=== block 1 ===
Figure 1. Logic cells by family (block 1).
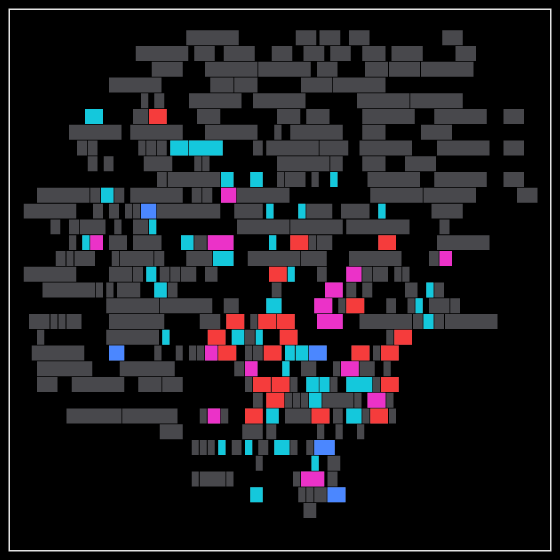

==> src/rtl/uart_pkg.sv <==
// uart_pkg: parity modes, receiver state encoding and bit-centre helper
package uart_pkg;
  localparam int PAR_NONE = 0;
  localparam int PAR_ODD  = 1;
  localparam int PAR_EVEN = 2;
  typedef enum logic [2:0] {S_IDLE, S_START, S_DATA, S_PARITY, S_STOP, S_BRK_WAIT} state_t;
  function automatic int mid_of(input int cpb);
    return cpb / 2;
  endfunction
endpackage

==> src/rtl/uart_bit_sampler.sv <==
// uart_bit_sampler: line synchroniser, start-edge detect, 3-sample majority vote
//   clk, rst        : clock, async active-high reset
//   line            : raw serial input (idle high)
//   baud_cnt, mid   : bit timer position and bit-centre index
//   start_edge      : synchronised falling edge, only after the line was seen high
//   bit_val         : majority of samples at mid-1, mid, mid+1
//   bit_strobe      : high while baud_cnt == mid+1 (bit decision point)
//   line_sync       : synchronised line level
module uart_bit_sampler #(
  parameter int W = 9
) (
  input  logic         clk,
  input  logic         rst,
  input  logic         line,
  input  logic [W-1:0] baud_cnt,
  input  logic [W-1:0] mid,
  output logic         start_edge,
  output logic         bit_val,
  output logic         bit_strobe,
  output logic         line_sync
);
  logic s1, s2, s3, v0, v1, armed;
  logic [1:0] fill;
  // fill marks when s2 carries a real line value rather than its reset value,
  // so a line held low through reset release never arms a start
  always_ff @(posedge clk or posedge rst) begin
    if (rst) begin
      s1 <= 1'b1;
      s2 <= 1'b1;
      s3 <= 1'b1;
      v0 <= 1'b1;
      v1 <= 1'b1;
      armed <= 1'b0;
      fill <= 2'b00;
    end else begin
      s1 <= line;
      s2 <= s1;
      s3 <= s2;
      fill <= {fill[0], 1'b1};
      armed <= armed | (fill[1] & s2);
      if (baud_cnt == mid - 1'b1) v0 <= s2;
      if (baud_cnt == mid) v1 <= s2;
    end
  end
  assign start_edge = armed & s3 & ~s2;
  assign bit_strobe = baud_cnt == mid + 1'b1;
  assign bit_val    = (v0 & v1) | (v0 & s2) | (v1 & s2);
  assign line_sync  = s2;
endmodule

==> src/rtl/uart_rx_cfg.sv <==
// uart_rx_cfg: configurable UART receiver with error/break detection and valid/ready holding register
//   clk, rst                  : clock, async active-high reset
//   uart_rx                   : serial line, idle high
//   rx_data, rx_valid         : held payload, valid until accepted by rx_ready
//   parity_err, frame_err     : flags qualifying rx_data
//   overrun, break_det        : single-cycle event pulses
module uart_rx_cfg
  import uart_pkg::*;
#(
  parameter int CLK_PER_BIT = 434,
  parameter int DATA_BITS   = 8,
  parameter int PARITY      = 0,
  parameter int STOP_BITS   = 1
) (
  input  logic                 clk,
  input  logic                 rst,
  input  logic                 uart_rx,
  output logic [DATA_BITS-1:0] rx_data,
  output logic                 rx_valid,
  input  logic                 rx_ready,
  output logic                 parity_err,
  output logic                 frame_err,
  output logic                 overrun,
  output logic                 break_det
);
  localparam int W = $clog2(CLK_PER_BIT);
  localparam logic [W-1:0] MID_V = W'(mid_of(CLK_PER_BIT));
  localparam logic [W-1:0] LAST_V = W'(CLK_PER_BIT - 1);
  state_t state;
  logic [W-1:0] baud_cnt;
  logic [DATA_BITS-1:0] sh;
  logic [3:0] idx;
  logic stop_idx, par_acc, zero, perr, ferr;
  logic start_edge, bit_val, bit_strobe, line_sync;
  uart_bit_sampler #(.W(W)) u_sampler (
    .clk(clk),
    .rst(rst),
    .line(uart_rx),
    .baud_cnt(baud_cnt),
    .mid(MID_V),
    .start_edge(start_edge),
    .bit_val(bit_val),
    .bit_strobe(bit_strobe),
    .line_sync(line_sync)
  );
  always_ff @(posedge clk or posedge rst) begin
    if (rst) begin
      state <= S_IDLE;
      baud_cnt <= '0;
      sh <= '0;
      idx <= '0;
      stop_idx <= 1'b0;
      par_acc <= 1'b0;
      zero <= 1'b0;
      perr <= 1'b0;
      ferr <= 1'b0;
      rx_data <= '0;
      rx_valid <= 1'b0;
      parity_err <= 1'b0;
      frame_err <= 1'b0;
      overrun <= 1'b0;
      break_det <= 1'b0;
    end else begin
      break_det <= 1'b0;
      overrun <= 1'b0;
      baud_cnt <= (state == S_IDLE || baud_cnt == LAST_V) ? '0 : baud_cnt + 1'b1;
      if (rx_valid && rx_ready) rx_valid <= 1'b0;
      case (state)
        S_IDLE: if (start_edge) state <= S_START;
        S_START: if (bit_strobe) begin
          state <= bit_val ? S_IDLE : S_DATA;
          idx <= '0;
          stop_idx <= 1'b0;
          par_acc <= 1'b0;
          zero <= 1'b1;
          perr <= 1'b0;
          ferr <= 1'b0;
        end
        S_DATA: if (bit_strobe) begin
          sh <= {bit_val, sh[DATA_BITS-1:1]};
          par_acc <= par_acc ^ bit_val;
          zero <= zero & ~bit_val;
          idx <= idx + 1'b1;
          if (idx == 4'(DATA_BITS - 1)) state <= (PARITY != PAR_NONE) ? S_PARITY : S_STOP;
        end
        S_PARITY: if (bit_strobe) begin
          perr <= bit_val ^ ((PARITY == PAR_ODD) ? ~par_acc : par_acc);
          zero <= zero & ~bit_val;
          state <= S_STOP;
        end
        S_STOP: if (bit_strobe) begin
          if (!stop_idx && zero && !bit_val) begin
            break_det <= 1'b1;
            state <= S_BRK_WAIT;
          end else if (stop_idx == 1'(STOP_BITS - 1)) begin
            // leave at the decision point so the next start edge can resync
            state <= S_IDLE;
            if (rx_valid && !rx_ready) overrun <= 1'b1;
            else begin
              rx_valid <= 1'b1;
              rx_data <= sh;
              parity_err <= perr;
              frame_err <= ferr | ~bit_val;
            end
          end else begin
            ferr <= ferr | ~bit_val;
            stop_idx <= 1'b1;
          end
        end
        S_BRK_WAIT: if (line_sync) state <= S_IDLE;
        default: state <= S_IDLE;
      endcase
    end
  end
endmodule

==> config.mk <==
export PLATFORM = sky130hd
export DESIGN_NAME = uart_rx_cfg
export DESIGN_NICKNAME = d
export VERILOG_FILES = /design/src/rtl/uart_pkg.sv /design/src/rtl/uart_bit_sampler.sv /design/src/rtl/uart_rx_cfg.sv
export SDC_FILE = /design/constraint.sdc
export NUM_CORES = 1
export LEC_CHECK = 0
export CAP_MARGIN = 10
export CORE_MARGIN = 2
export CORE_UTILIZATION = 35
export DETAILED_ROUTE_END_ITERATION = 16
export RECOVER_POWER = 50
export SLEW_MARGIN = 20
export SYNTH_ARGS = -nofsm -noshare
export SYNTH_HDL_FRONTEND = slang
export SYNTH_HIERARCHICAL = 1
export SYNTH_SLANG_ARGS = --single-unit
export TNS_END_PERCENT = 20
==> constraint.sdc <==
create_clock -name clk -period 3.51 [get_ports clk]
set_input_delay 0.5265 -clock clk [delete_from_list [all_inputs] [get_ports clk]]
set_output_delay 0.5265 -clock clk [all_outputs]
set_load 0.1 [all_outputs]
=== block 2 ===
<file path="config.mk">
export PLATFORM = sky130hd
export DESIGN_NAME = sppf_pool_ctrl
export DESIGN_NICKNAME = d
export VERILOG_FILES = /design/src/rtl/sppf_pkg.sv /design/src/rtl/sppf_win_addr_gen.sv /design/src/rtl/sppf_pool_ctrl.sv
export SDC_FILE = /design/constraint.sdc
export NUM_CORES = 1
export LEC_CHECK = 0
export CORE_ASPECT_RATIO = 1.75
export CORE_MARGIN = 2
export CORE_UTILIZATION = 50
export CTS_CLUSTER_DIAMETER = 100
export CTS_CLUSTER_SIZE = 30
export DETAILED_ROUTE_END_ITERATION = 10
export GPL_TIMING_DRIVEN = 0
export PLACE_DENSITY = 0.86
export SYNTH_ARGS = -nofsm -noshare
export SYNTH_HDL_FRONTEND = slang
export SYNTH_SLANG_ARGS = --single-unit
export TNS_END_PERCENT = 1
</file>
<file path="constraint.sdc">
create_clock -name clk -period 11.82 [get_ports clk]
set_clock_uncertainty 0.05 [all_clocks]
set_input_delay 3.546 -clock clk [delete_from_list [all_inputs] [get_ports clk]]
set_output_delay 3.546 -clock clk [all_outputs]
set_load 0.02 [all_outputs]
</file>
<file path="src/rtl/sppf_pkg.sv">
// Shared types and constants for the SPPF 5x5 max-pool sequencer.
package sppf_pkg;

    typedef enum logic [2:0] {
        IDLE,
        FETCH,
        DRAIN,
        COMPUTE,
        EMIT,
        DONE
    } stateT;

    localparam int K    = 5;
    localparam int HALF = 2;
    localparam int TAPS = K * K;

    // Most negative two's-complement value of the given width, used for padded taps.
    function automatic logic [63:0] padPattern(int width);
        padPattern = 64'(1) << (width - 1);
    endfunction

endpackage

</file>
<file path="src/rtl/sppf_win_addr_gen.sv">
// Maps an output pixel and a window tap index to a bounds flag and a RAM address.
module sppf_win_addr_gen
    import sppf_pkg::*;
#(
    parameter int MAP_H  = 20,
    parameter int MAP_W  = 20,
    parameter int ADDR_W = $clog2(MAP_H * MAP_W)
) (
    input  logic [ADDR_W-1:0] oy,
    input  logic [ADDR_W-1:0] ox,
    input  logic [4:0]        k,
    output logic              inBounds,
    output logic [ADDR_W-1:0] addr
);

    int dy;
    int dx;
    int y;
    int x;

    always_comb begin
        dy       = int'(k) / K;
        dx       = int'(k) % K;
        y        = int'(oy) + dy - HALF;
        x        = int'(ox) + dx - HALF;
        inBounds = (y >= 0) && (y < MAP_H) && (x >= 0) && (x < MAP_W);
        addr     = inBounds ? ADDR_W'(y * MAP_W + x) : '0;
    end

endmodule

</file>
<file path="src/rtl/sppf_pool_ctrl.sv">
// Sequences one channel of a stride-1, pad-2 5x5 max-pool: fetches each window,
// hands it to an external max unit and streams the registered result.
module sppf_pool_ctrl
    import sppf_pkg::*;
#(
    parameter int DATA_WIDTH = 16,
    parameter int MAP_H      = 20,
    parameter int MAP_W      = 20,
    parameter int ADDR_W     = $clog2(MAP_H * MAP_W)
) (
    input  logic                         clk,
    input  logic                         reset,
    input  logic                         start,
    output logic                         busy,
    output logic                         done,
    output logic                         rd_en,
    output logic [ADDR_W-1:0]            rd_addr,
    input  logic [DATA_WIDTH-1:0]        rd_data,
    output logic [0:TAPS*DATA_WIDTH-1]   win_data,
    input  logic [DATA_WIDTH-1:0]        max_data,
    output logic                         out_valid,
    input  logic                         out_ready,
    output logic [DATA_WIDTH-1:0]        out_data,
    output logic [ADDR_W-1:0]            out_addr
);

    localparam logic [DATA_WIDTH-1:0] PAD = DATA_WIDTH'(padPattern(DATA_WIDTH));

    stateT             state;
    logic [ADDR_W-1:0] oy;
    logic [ADDR_W-1:0] ox;
    logic [4:0]        k;
    logic [ADDR_W-1:0] pixAddr;
    logic              tagValid;
    logic [4:0]        tagK;
    logic              tagPad;

    logic              issue;
    logic [ADDR_W-1:0] genOy;
    logic [ADDR_W-1:0] genOx;
    logic [4:0]        genK;
    logic              genInBounds;
    logic [ADDR_W-1:0] genAddr;
    logic              lastPix;

    assign lastPix = (pixAddr == ADDR_W'(MAP_H * MAP_W - 1));

    // Look ahead to the tap fetched next cycle so rd_en/rd_addr can be registered.
    always_comb begin
        issue = 1'b0;
        genOy = oy;
        genOx = ox;
        genK  = k;
        case (state)
            IDLE: begin
                if (start) begin
                    issue = 1'b1;
                    genOy = '0;
                    genOx = '0;
                    genK  = '0;
                end
            end
            FETCH: begin
                if (k != 5'(TAPS - 1)) begin
                    issue = 1'b1;
                    genK  = k + 5'd1;
                end
            end
            EMIT: begin
                if (out_ready && !lastPix) begin
                    issue = 1'b1;
                    genK  = '0;
                    if (ox == ADDR_W'(MAP_W - 1)) begin
                        genOx = '0;
                        genOy = oy + ADDR_W'(1);
                    end else begin
                        genOx = ox + ADDR_W'(1);
                    end
                end
            end
            default: ;
        endcase
    end

    sppf_win_addr_gen #(
        .MAP_H  (MAP_H),
        .MAP_W  (MAP_W),
        .ADDR_W (ADDR_W)
    ) uAddrGen (
        .oy       (genOy),
        .ox       (genOx),
        .k        (genK),
        .inBounds (genInBounds),
        .addr     (genAddr)
    );

    always_ff @(posedge clk) begin
        if (reset) begin
            state     <= IDLE;
            oy        <= '0;
            ox        <= '0;
            k         <= '0;
            pixAddr   <= '0;
            busy      <= 1'b0;
            done      <= 1'b0;
            rd_en     <= 1'b0;
            rd_addr   <= '0;
            out_valid <= 1'b0;
            out_data  <= '0;
            out_addr  <= '0;
            tagValid  <= 1'b0;
            tagK      <= '0;
            tagPad    <= 1'b0;
            win_data  <= {TAPS{PAD}};
        end else begin
            done  <= 1'b0;
            rd_en <= issue && genInBounds;
            if (issue && genInBounds) begin
                rd_addr <= genAddr;
            end
            if (issue) begin
                oy <= genOy;
                ox <= genOx;
                k  <= genK;
            end

            // The tap fetched this cycle lands in its slot when its RAM data arrives.
            tagValid <= (state == FETCH);
            tagK     <= k;
            tagPad   <= !rd_en;
            if (tagValid) begin
                win_data[int'(tagK) * DATA_WIDTH +: DATA_WIDTH] <= tagPad ? PAD : rd_data;
            end

            case (state)
                IDLE: begin
                    if (start) begin
                        state   <= FETCH;
                        busy    <= 1'b1;
                        pixAddr <= '0;
                    end
                end
                FETCH: begin
                    if (k == 5'(TAPS - 1)) begin
                        state <= DRAIN;
                    end
                end
                DRAIN: state <= COMPUTE;
                COMPUTE: begin
                    out_data  <= max_data;
                    out_addr  <= pixAddr;
                    out_valid <= 1'b1;
                    state     <= EMIT;
                end
                EMIT: begin
                    if (out_ready) begin
                        out_valid <= 1'b0;
                        if (lastPix) begin
                            state <= DONE;
                            busy  <= 1'b0;
                            done  <= 1'b1;
                        end else begin
                            state   <= FETCH;
                            pixAddr <= pixAddr + ADDR_W'(1);
                        end
                    end
                end
                DONE:    state <= IDLE;
                default: state <= IDLE;
            endcase
        end
    end

endmodule

</file>
Figure 2. Track usage over the die (block 2).
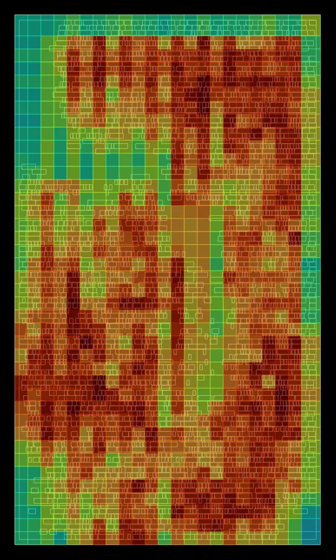
gr busiest metal: met2
grt met1 use: 0.359
Routed wire per std cell: 21.5 um
total track usage: 0.354

Figure 3. Where the registers sit (block 2).
The bar under the picture is 50 um long. Other sequential cells in the stronger grey, the rest of the logic in the fainter grey.
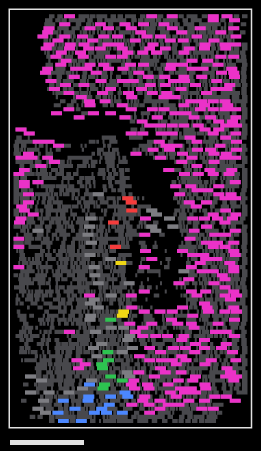
out_data -> blue  # placed flops 16
k -> red  # placed flops 5, where middle
state -> yellow  # placed flops 3
win_data -> magenta  # placed flops 400, where widely spread
out_addr -> green  # placed flops 9, where bottom middle
not coloured = 47

==> impl_metrics.ini, block 2 <==
; yosys + openroad results
[synth]
syn_area_per_cell_um2 = 7.66
top_cells_by_count = nor2_1, dfxtp_1, a21oi_1, clkbuf_1, nand2_1
synth_top_area_share = 0.441
yosysMostFrequentCell = nor2_1

[critical_path]
arrival_ps = 11960
crit_type = in -> reg
startpoint = start
regToRegEndpoint = rd_en
startpoint_type = input pin

[die]
n_tap_cell = 566
io_pins = 474

[sta]
timing.fmax_ghz = 0.0867
setup_viol = 0
setup_ws_ps = 287

[cells_and_area]
layout-drive-gt1-share = 0.0319
area.combinational_um2 = 11200

[run_status]
status = completed

[clock_tree]
holdBufCountCts = 0
numCtsBuffers = 19

[detailed_routing]
detail-route-antenna-nets = 0
detailroute.via_count = 22649

[power_and_ir_drop]
ir_worst_vdd_uv = 97.5
==> block 2: power groups by stage <==
stage	Sequential (mW)	Combinational (mW)	Clock [mW]
after floorplan	1.66	0.0851	0
after global placement	1.66	0.166	0
after detailed placement	1.66	0.166	0
after CTS	1.62	0.168	0.805
after global routing	1.62	0.181	0.847
final	1.62	0.174	0.804
==> block 2: worst min path at each step <==
| stage | start | end | slack, ps | cells after the start |
|---|---|---|---|---|
| after global routing | out_data[11] | out_data[11] | 440 | 2 |
| after floorplan | pixAddr[8] | out_addr[8] | 410 | 2 |
| after global placement | win_data[224] | win_data[224] | 390 | 1 |
| final | out_data[3] | out_data[3] | 410 | 2 |
| after CTS | out_data[3] | out_data[3] | 410 | 2 |
| after detailed placement | out_data[3] | out_data[3] | 400 | 2 |
==> block 2: logic make-up after synthesis <==
group,Yosys count,share of synthesized area
AOI/OAI and AO/OA,729,0.202
xor gates and xnor gates,41,0.0168
adders and majority gates,79,0.0467
buffers and inverters,285,0.0502
DFF,480,0.441
muxes,18,0.0106
and+or+nand+nor,1213,0.232
==> block 2: per-layer routing <==
metal  global-route usage  up-vias
li1                     -    10536
met1                0.359    10505
met2                0.631     1177
met3               0.0486      429
met4                0.305        2
met5                    0        -
Figure 4. Track usage over the die (block 1).
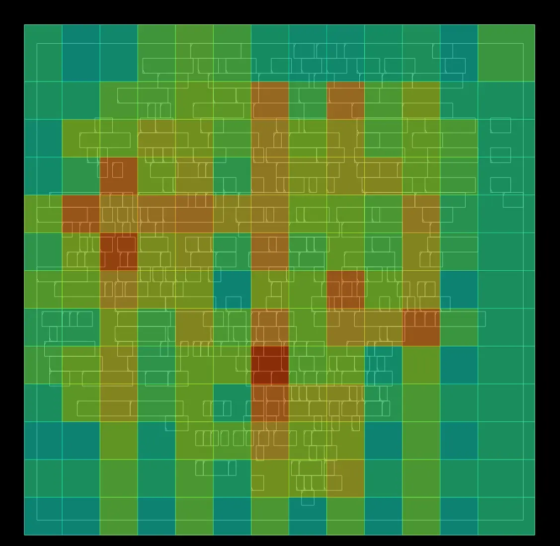
total track usage: 0.122
Final Util: 0.418

Figure 5. Where the registers sit (block 1).
The bar under the picture is 20 um long. Other sequential cells in the stronger grey, the rest of the logic in the fainter grey.
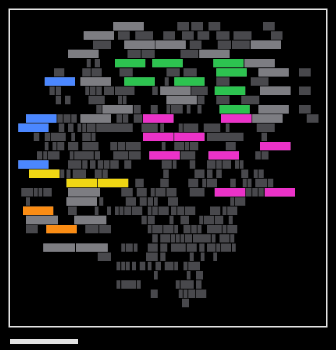
baud_cnt -> magenta  # placed flops 9
u_sampler/fill -> orange  # placed flops 2
sh -> green  # placed flops 8
state -> yellow  # placed flops 3
idx -> blue  # placed flops 4
register area: 1230 um^2
Seq power: 0.723 mW
flop share of the area: 0.382

## Picture notes: Figure 1
non-inverting ao/oa cells -> blue  # cells 5, most used o31a_1
xor and xnor cells -> red  # cells 22, most used xnor2_1
and/or cells -> magenta  # cells 14, where middle
nor cells -> cyan  # cells 39, most used nor2_1

==> impl_metrics.ini, block 1 <==
; yosys + openroad results
[detailed_routing]
drc = 0
drt_iter0_markers = 135

[run]
drv_cap = 0
tool_warnings = 27

[die]
die_h_um = 93.2
coreArea_um2 = 7730

[synth]
synth_area_leader_cell = dfrtp_1
syn-instance-count = 268
ys_seq_frac = 0.443
postSynth.asyncResetShare = 1.00
ys_ff = 49
yosys_cells = 268

[critical_path]
arrival_ps = 2840
worst-path-max-fanout = 9

[sta]
setup_viol = 0
grt_setup_unrepaired = no
max-slew-margin-rel = 0.351

[cells_and_area]
final_cell_mix = dfrtp_1, conb_1, nand2_1
nNetsFinal = 316
clkCellAreaFrac = 0.0415
largest_register_ffs = 9
nNonClkInverters = 9
antenna_cells = 0
top_regs = baud_cnt: 9 flops, rx_data: 8 flops, sh: 8 flops

[run_status]
status = completed

[power_and_ir_drop]
ir_worst_vdd_uv = 397
p_clk_mw = 0.466
## block 1: through the flow
step | hold WS (ps) | instances | total power [mW]
final | 356 | 410 | 1.51
after global routing | 368 | 410 | 1.60
after CTS | 362 | 410 | 1.52
after detailed placement | 342 | 402 | 1.05
after global placement | 334 | 402 | 1.04
after floorplan | 331 | 295 | 0.995
## block 1: kinds of logic after synthesis
| kind of cell | after synthesis | share of synthesized area |
|---|---|---|
| xor gates and xnor gates | 22 | 0.0692 |
| muxes | 25 | 0.110 |
| DFF | 49 | 0.443 |
| AOI/OAI and AO/OA | 49 | 0.112 |
| other | 3 | 0.00404 |
| and+or+nand+nor | 91 | 0.187 |
| adders and majority gates | 6 | 0.0261 |
| buffers and inverters | 23 | 0.0485 |
## block 1: worst paths after layout
kind	start	endpoint	slack (ps)	depth (start not counted)
worst max-delay path	baud_cnt[5]	sh[1]	860	8
worst min-delay path	u_sampler/fill[0]	u_sampler/fill[1]	360	0
min in group asynchronous	rst	u_sampler/fill[0]	620	2
max in group asynchronous	rst	baud_cnt[0]	2340	3
worst min register to register	u_sampler/fill[0]	u_sampler/fill[1]	360	0
worst max register to register	baud_cnt[5]	sh[1]	860	8

=== block 3 ===
Figure 6. Logic cells by family (block 3).
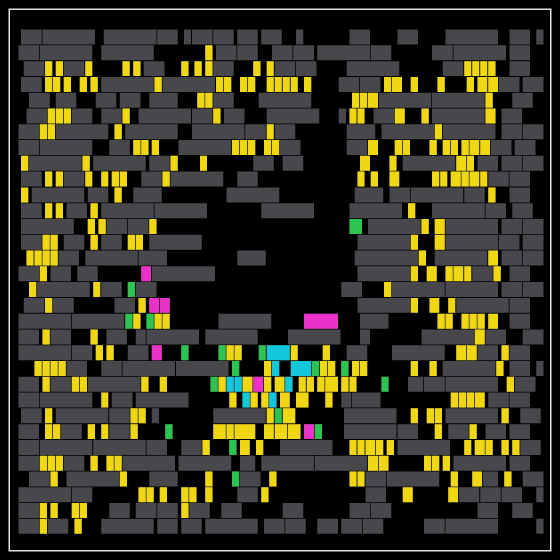
`src/rtl/axil_cmd_master_pkg.sv`:
```
// Shared types and constants for the AXI4-Lite command master.
package axil_cmd_master_pkg;

  typedef enum logic [2:0] {
    IDLE = 3'd0,
    WR   = 3'd1,
    WR_B = 3'd2,
    RD_A = 3'd3,
    RD_D = 3'd4,
    RSP  = 3'd5
  } state_t;

  localparam logic [1:0] RESP_OKAY    = 2'b00;
  localparam logic [1:0] RESP_EXOKAY  = 2'b01;
  localparam logic [1:0] RESP_SLVERR  = 2'b10;
  localparam logic [1:0] RESP_DECERR  = 2'b11;
  // Local code for an abandoned transfer; shares the DECERR encoding.
  localparam logic [1:0] RESP_TIMEOUT = 2'b11;

endpackage

```
`src/rtl/axil_cmd_master.sv`:
```
// AXI4-Lite master: turns one command on a valid/ready port into one full
// AXI4-Lite write (AW+W+B) or read (AR+R), then returns data and response on a
// valid/ready response port. One transaction outstanding at a time.
// Optional build macro AXIL_CMD_MASTER_TIMEOUT_EN adds a per-state watchdog
// that abandons a stuck handshake after TIMEOUT_CYCLES and reports 2'b11.
module axil_cmd_master
  import axil_cmd_master_pkg::*;
#(
  parameter int         ADDR_WIDTH     = 4,
  parameter int         DATA_WIDTH     = 32,
  parameter logic [2:0] PROT           = 3'b000,
  parameter int         TIMEOUT_CYCLES = 256
) (
  input  logic                      S_AXI_ACLK,
  input  logic                      S_AXI_ARESETN,
  // command port
  input  logic                      cmd_valid,
  output logic                      cmd_ready,
  input  logic                      cmd_write,
  input  logic [ADDR_WIDTH-1:0]     cmd_addr,
  input  logic [DATA_WIDTH-1:0]     cmd_wdata,
  input  logic [DATA_WIDTH/8-1:0]   cmd_wstrb,
  // response port
  output logic                      rsp_valid,
  input  logic                      rsp_ready,
  output logic                      rsp_write,
  output logic [DATA_WIDTH-1:0]     rsp_rdata,
  output logic [1:0]                rsp_resp,
  // AXI4-Lite write address
  output logic [ADDR_WIDTH-1:0]     M_AXI_AWADDR,
  output logic [2:0]                M_AXI_AWPROT,
  output logic                      M_AXI_AWVALID,
  input  logic                      M_AXI_AWREADY,
  // AXI4-Lite write data
  output logic [DATA_WIDTH-1:0]     M_AXI_WDATA,
  output logic [DATA_WIDTH/8-1:0]   M_AXI_WSTRB,
  output logic                      M_AXI_WVALID,
  input  logic                      M_AXI_WREADY,
  // AXI4-Lite write response
  input  logic [1:0]                M_AXI_BRESP,
  input  logic                      M_AXI_BVALID,
  output logic                      M_AXI_BREADY,
  // AXI4-Lite read address
  output logic [ADDR_WIDTH-1:0]     M_AXI_ARADDR,
  output logic [2:0]                M_AXI_ARPROT,
  output logic                      M_AXI_ARVALID,
  input  logic                      M_AXI_ARREADY,
  // AXI4-Lite read data
  input  logic [DATA_WIDTH-1:0]     M_AXI_RDATA,
  input  logic [1:0]                M_AXI_RRESP,
  input  logic                      M_AXI_RVALID,
  output logic                      M_AXI_RREADY
);

  localparam int STRB_WIDTH = DATA_WIDTH / 8;

  state_t                  r_state;
  state_t                  w_state_next;
  state_t                  w_norm_next;
  logic                    w_accept;
  logic                    w_aw_done;
  logic                    w_w_done;
  logic                    w_timeout;

  logic                    r_cmd_ready;
  logic                    r_write;
  logic [ADDR_WIDTH-1:0]   r_addr;
  logic [DATA_WIDTH-1:0]   r_wdata;
  logic [STRB_WIDTH-1:0]   r_wstrb;
  logic                    r_awvalid;
  logic                    r_wvalid;
  logic                    r_bready;
  logic                    r_arvalid;
  logic                    r_rready;
  logic                    r_rsp_valid;
  logic [DATA_WIDTH-1:0]   r_rdata;
  logic [1:0]              r_resp;

  assign w_accept  = (r_state == IDLE) && cmd_valid && r_cmd_ready;
  // A write channel is done once its VALID has already dropped or handshakes now.
  assign w_aw_done = !r_awvalid || M_AXI_AWREADY;
  assign w_w_done  = !r_wvalid  || M_AXI_WREADY;

`ifdef AXIL_CMD_MASTER_TIMEOUT_EN
  localparam int TW = $clog2(TIMEOUT_CYCLES + 1);

  logic [TW-1:0] r_timer;
  logic          w_busy;

  assign w_busy    = (r_state == WR) || (r_state == WR_B) ||
                     (r_state == RD_A) || (r_state == RD_D);
  // Fires on the last permitted cycle of a state that is not about to advance.
  assign w_timeout = w_busy && (r_timer == TW'(TIMEOUT_CYCLES - 1)) &&
                     (w_norm_next == r_state);

  // Watchdog: restarts on every state change, counts while waiting on the slave.
  always_ff @(posedge S_AXI_ACLK or negedge S_AXI_ARESETN) begin
    if (!S_AXI_ARESETN) begin
      r_timer <= '0;
    end else if (w_state_next != r_state) begin
      r_timer <= '0;
    end else if (w_busy) begin
      r_timer <= r_timer + TW'(1);
    end
  end
`else
  assign w_timeout = 1'b0;
`endif

  // State register.
  always_ff @(posedge S_AXI_ACLK or negedge S_AXI_ARESETN) begin
    // NOTE: sequential state uses non-blocking assignments so every flop samples
    // pre-edge values regardless of block ordering.
    if (!S_AXI_ARESETN) r_state <= IDLE;
    else                r_state <= w_state_next;
  end

  // Next-state decode from handshakes; the watchdog overrides to RSP.
  always_comb begin
    // NOTE: default first so no path leaves the variable unassigned (no latch).
    w_norm_next = r_state;
    case (r_state)
      IDLE:    if (w_accept) w_norm_next = cmd_write ? WR : RD_A;
      WR:      if (w_aw_done && w_w_done) w_norm_next = WR_B;
      WR_B:    if (M_AXI_BVALID && r_bready) w_norm_next = RSP;
      RD_A:    if (M_AXI_ARREADY && r_arvalid) w_norm_next = RD_D;
      RD_D:    if (M_AXI_RVALID && r_rready) w_norm_next = RSP;
      RSP:     if (rsp_ready && r_rsp_valid) w_norm_next = IDLE;
      default: w_norm_next = IDLE;
    endcase
    w_state_next = w_timeout ? RSP : w_norm_next;
  end

  // Registered AXI/response outputs and command capture.
  always_ff @(posedge S_AXI_ACLK or negedge S_AXI_ARESETN) begin
    if (!S_AXI_ARESETN) begin
      r_cmd_ready <= 1'b0;
      r_write     <= 1'b0;
      r_addr      <= '0;
      r_wdata     <= '0;
      r_wstrb     <= '0;
      r_awvalid   <= 1'b0;
      r_wvalid    <= 1'b0;
      r_bready    <= 1'b0;
      r_arvalid   <= 1'b0;
      r_rready    <= 1'b0;
      r_rsp_valid <= 1'b0;
      r_rdata     <= '0;
      r_resp      <= RESP_OKAY;
    end else begin
      r_cmd_ready <= (w_state_next == IDLE);
      case (r_state)
        IDLE: begin
          if (w_accept) begin
            r_write   <= cmd_write;
            r_addr    <= cmd_addr;
            r_wdata   <= cmd_wdata;
            r_wstrb   <= cmd_wstrb;
            r_awvalid <= cmd_write;
            r_wvalid  <= cmd_write;
            r_arvalid <= !cmd_write;
          end
        end
        WR: begin
          if (M_AXI_AWREADY) r_awvalid <= 1'b0;
          if (M_AXI_WREADY)  r_wvalid  <= 1'b0;
          if (w_norm_next == WR_B) r_bready <= 1'b1;
        end
        WR_B: begin
          if (M_AXI_BVALID) begin
            r_bready    <= 1'b0;
            r_rdata     <= '0;
            r_resp      <= M_AXI_BRESP;
            r_rsp_valid <= 1'b1;
          end
        end
        RD_A: begin
          if (M_AXI_ARREADY) begin
            r_arvalid <= 1'b0;
            r_rready  <= 1'b1;
          end
        end
        RD_D: begin
          if (M_AXI_RVALID) begin
            r_rready    <= 1'b0;
            r_rdata     <= M_AXI_RDATA;
            r_resp      <= M_AXI_RRESP;
            r_rsp_valid <= 1'b1;
          end
        end
        RSP: begin
          if (rsp_ready) r_rsp_valid <= 1'b0;
        end
        default: ;
      endcase
      if (w_timeout) begin
        r_awvalid   <= 1'b0;
        r_wvalid    <= 1'b0;
        r_bready    <= 1'b0;
        r_arvalid   <= 1'b0;
        r_rready    <= 1'b0;
        r_rdata     <= '0;
        r_resp      <= RESP_TIMEOUT;
        r_rsp_valid <= 1'b1;
      end
    end
  end

  assign cmd_ready     = r_cmd_ready;
  assign rsp_valid     = r_rsp_valid;
  assign rsp_write     = r_write;
  assign rsp_rdata     = r_rdata;
  assign rsp_resp      = r_resp;

  assign M_AXI_AWADDR  = r_addr;
  assign M_AXI_AWPROT  = PROT;
  assign M_AXI_AWVALID = r_awvalid;
  assign M_AXI_WDATA   = r_wdata;
  assign M_AXI_WSTRB   = r_wstrb;
  assign M_AXI_WVALID  = r_wvalid;
  assign M_AXI_BREADY  = r_bready;
  assign M_AXI_ARADDR  = r_addr;
  assign M_AXI_ARPROT  = PROT;
  assign M_AXI_ARVALID = r_arvalid;
  assign M_AXI_RREADY  = r_rready;

endmodule

```
`config.mk`:
```
export PLATFORM = sky130hd
export DESIGN_NAME = axil_cmd_master
export DESIGN_NICKNAME = d
export VERILOG_FILES = /design/src/rtl/axil_cmd_master_pkg.sv /design/src/rtl/axil_cmd_master.sv
export SDC_FILE = /design/constraint.sdc
export NUM_CORES = 1
export LEC_CHECK = 0
export ABC_AREA = 1
export CORE_UTILIZATION = 43
export CTS_CLUSTER_DIAMETER = 80
export CTS_CLUSTER_SIZE = 10
export DETAILED_ROUTE_END_ITERATION = 10
export PLACE_DENSITY = 0.87
export SYNTH_ARGS = -nofsm -noshare
export SYNTH_HDL_FRONTEND = slang
export SYNTH_SLANG_ARGS = --single-unit
```
`constraint.sdc`:
```
create_clock -name S_AXI_ACLK -period 3.34 [get_ports S_AXI_ACLK]
set_clock_uncertainty 0.1 [all_clocks]
set_input_delay 0.668 -clock S_AXI_ACLK [delete_from_list [all_inputs] [get_ports S_AXI_ACLK]]
set_output_delay 0.668 -clock S_AXI_ACLK [all_outputs]
set_load 0.01 [all_outputs]
```
==> impl_metrics.ini <==
; yosys + openroad results
[cells_and_area]
area.combinational_um2 = 1190
nNonClkInverters = 17

[power_and_ir_drop]
p_comb_frac = 0.442
switchingPower_mw = 1.53
p_per_area_nw_per_um2 = 807

[synth]
ys.flop_type = dfrtp_1
ys_seq_frac = 0.596
synth-edff-count = 0
ys_ff = 85
syn_area_per_cell_um2 = 8.57

[run]
drv_cap = 0

[global_route]
gr-usage-met2 = 0.381
grt_overflow_total = 0
grt_pass1_vias = 3323

[sta]
final_max_slew_viol_count = 0
worst_slew_pin_slew_ps = 1050
finalHoldViolCount = 0
grt_setup_unrepaired = no

[detailed_routing]
drc = 0
drt_iter0_markers = 133
drt-pass1-iter-count = 4

[run_status]
status = completed

[die]
dieArea_um2 = 8660
Notes on Figure 6 above:
nor cells -> cyan  # cells 8, most used nor2_1
inv cells -> green  # cells 17, most used inv_1
aoi and oai cells -> magenta  # cells 7, most used o21ai_0
nand cells -> yellow  # cells 270, most used nand2_1, where widely spread
Non-Filler Instances: 684
most used logic cell in the final layout: nand2_1

power groups by stage:
stage / sequential, mW / combinational, mW / clock, mW
finish: 1.69 / 1.94 / 0.760
global route: 1.74 / 2.13 / 0.821
CTS: 1.69 / 1.97 / 0.781
detailed placement: 1.70 / 1.95 / 0
global placement: 1.69 / 1.90 / 0
floorplan: 1.85 / 0.740 / 0
cell usage in the layout, fill, tap and decap left out:
cell type        count
o21ai_0              6
inv_2                1
dfrtp_1             85
buf_4                3
clkinv_1             1
inv_1               14
clkdlybuf4s50_1    170
nand3_1             37
nand4_1              5
nor2_1               6
nand2_1            226
clkbuf_1             2
nand2_2              1
clkbuf_8             9
o21ai_4              1
nor2_4               1
bufinv_16            2
clkinv_2             3
conb_1               6
nor3_2               1
nand3_2              1
inv_4                1
cell families after synthesis:
family,Yosys count,share of synthesized area
AOI/OAI and AO/OA,7,0.0130
buffers and inverters,45,0.0740
DFF,85,0.596
other,1,0.00105
and+or+nand+nor,278,0.315
layer usage:
layer / vias up / wire length [um]
li1: 1588 / -
met3: 18 / 930
met4: 0 / 189
met2: 173 / 4510
met5: - / 0
met1: 1509 / 3860


==> screenshots <==
Met2 routing.
image #1
The bar under the picture is 50 um long.
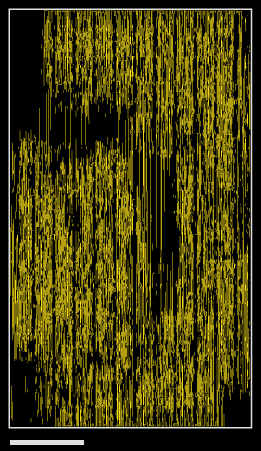
image #2
The bar under the picture is 20 um long.
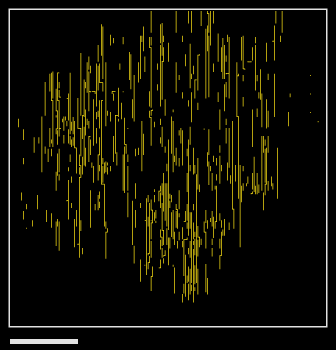
image #3
The bar under the picture is 20 um long.
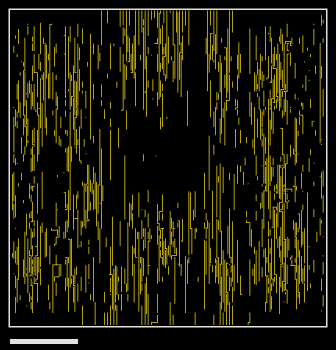
block 3 -> image #3
block 2 -> image #1
block 1 -> image #2
Of these, largest die: image #1

No activity file was given, so power comes from the tool's default toggle rates.
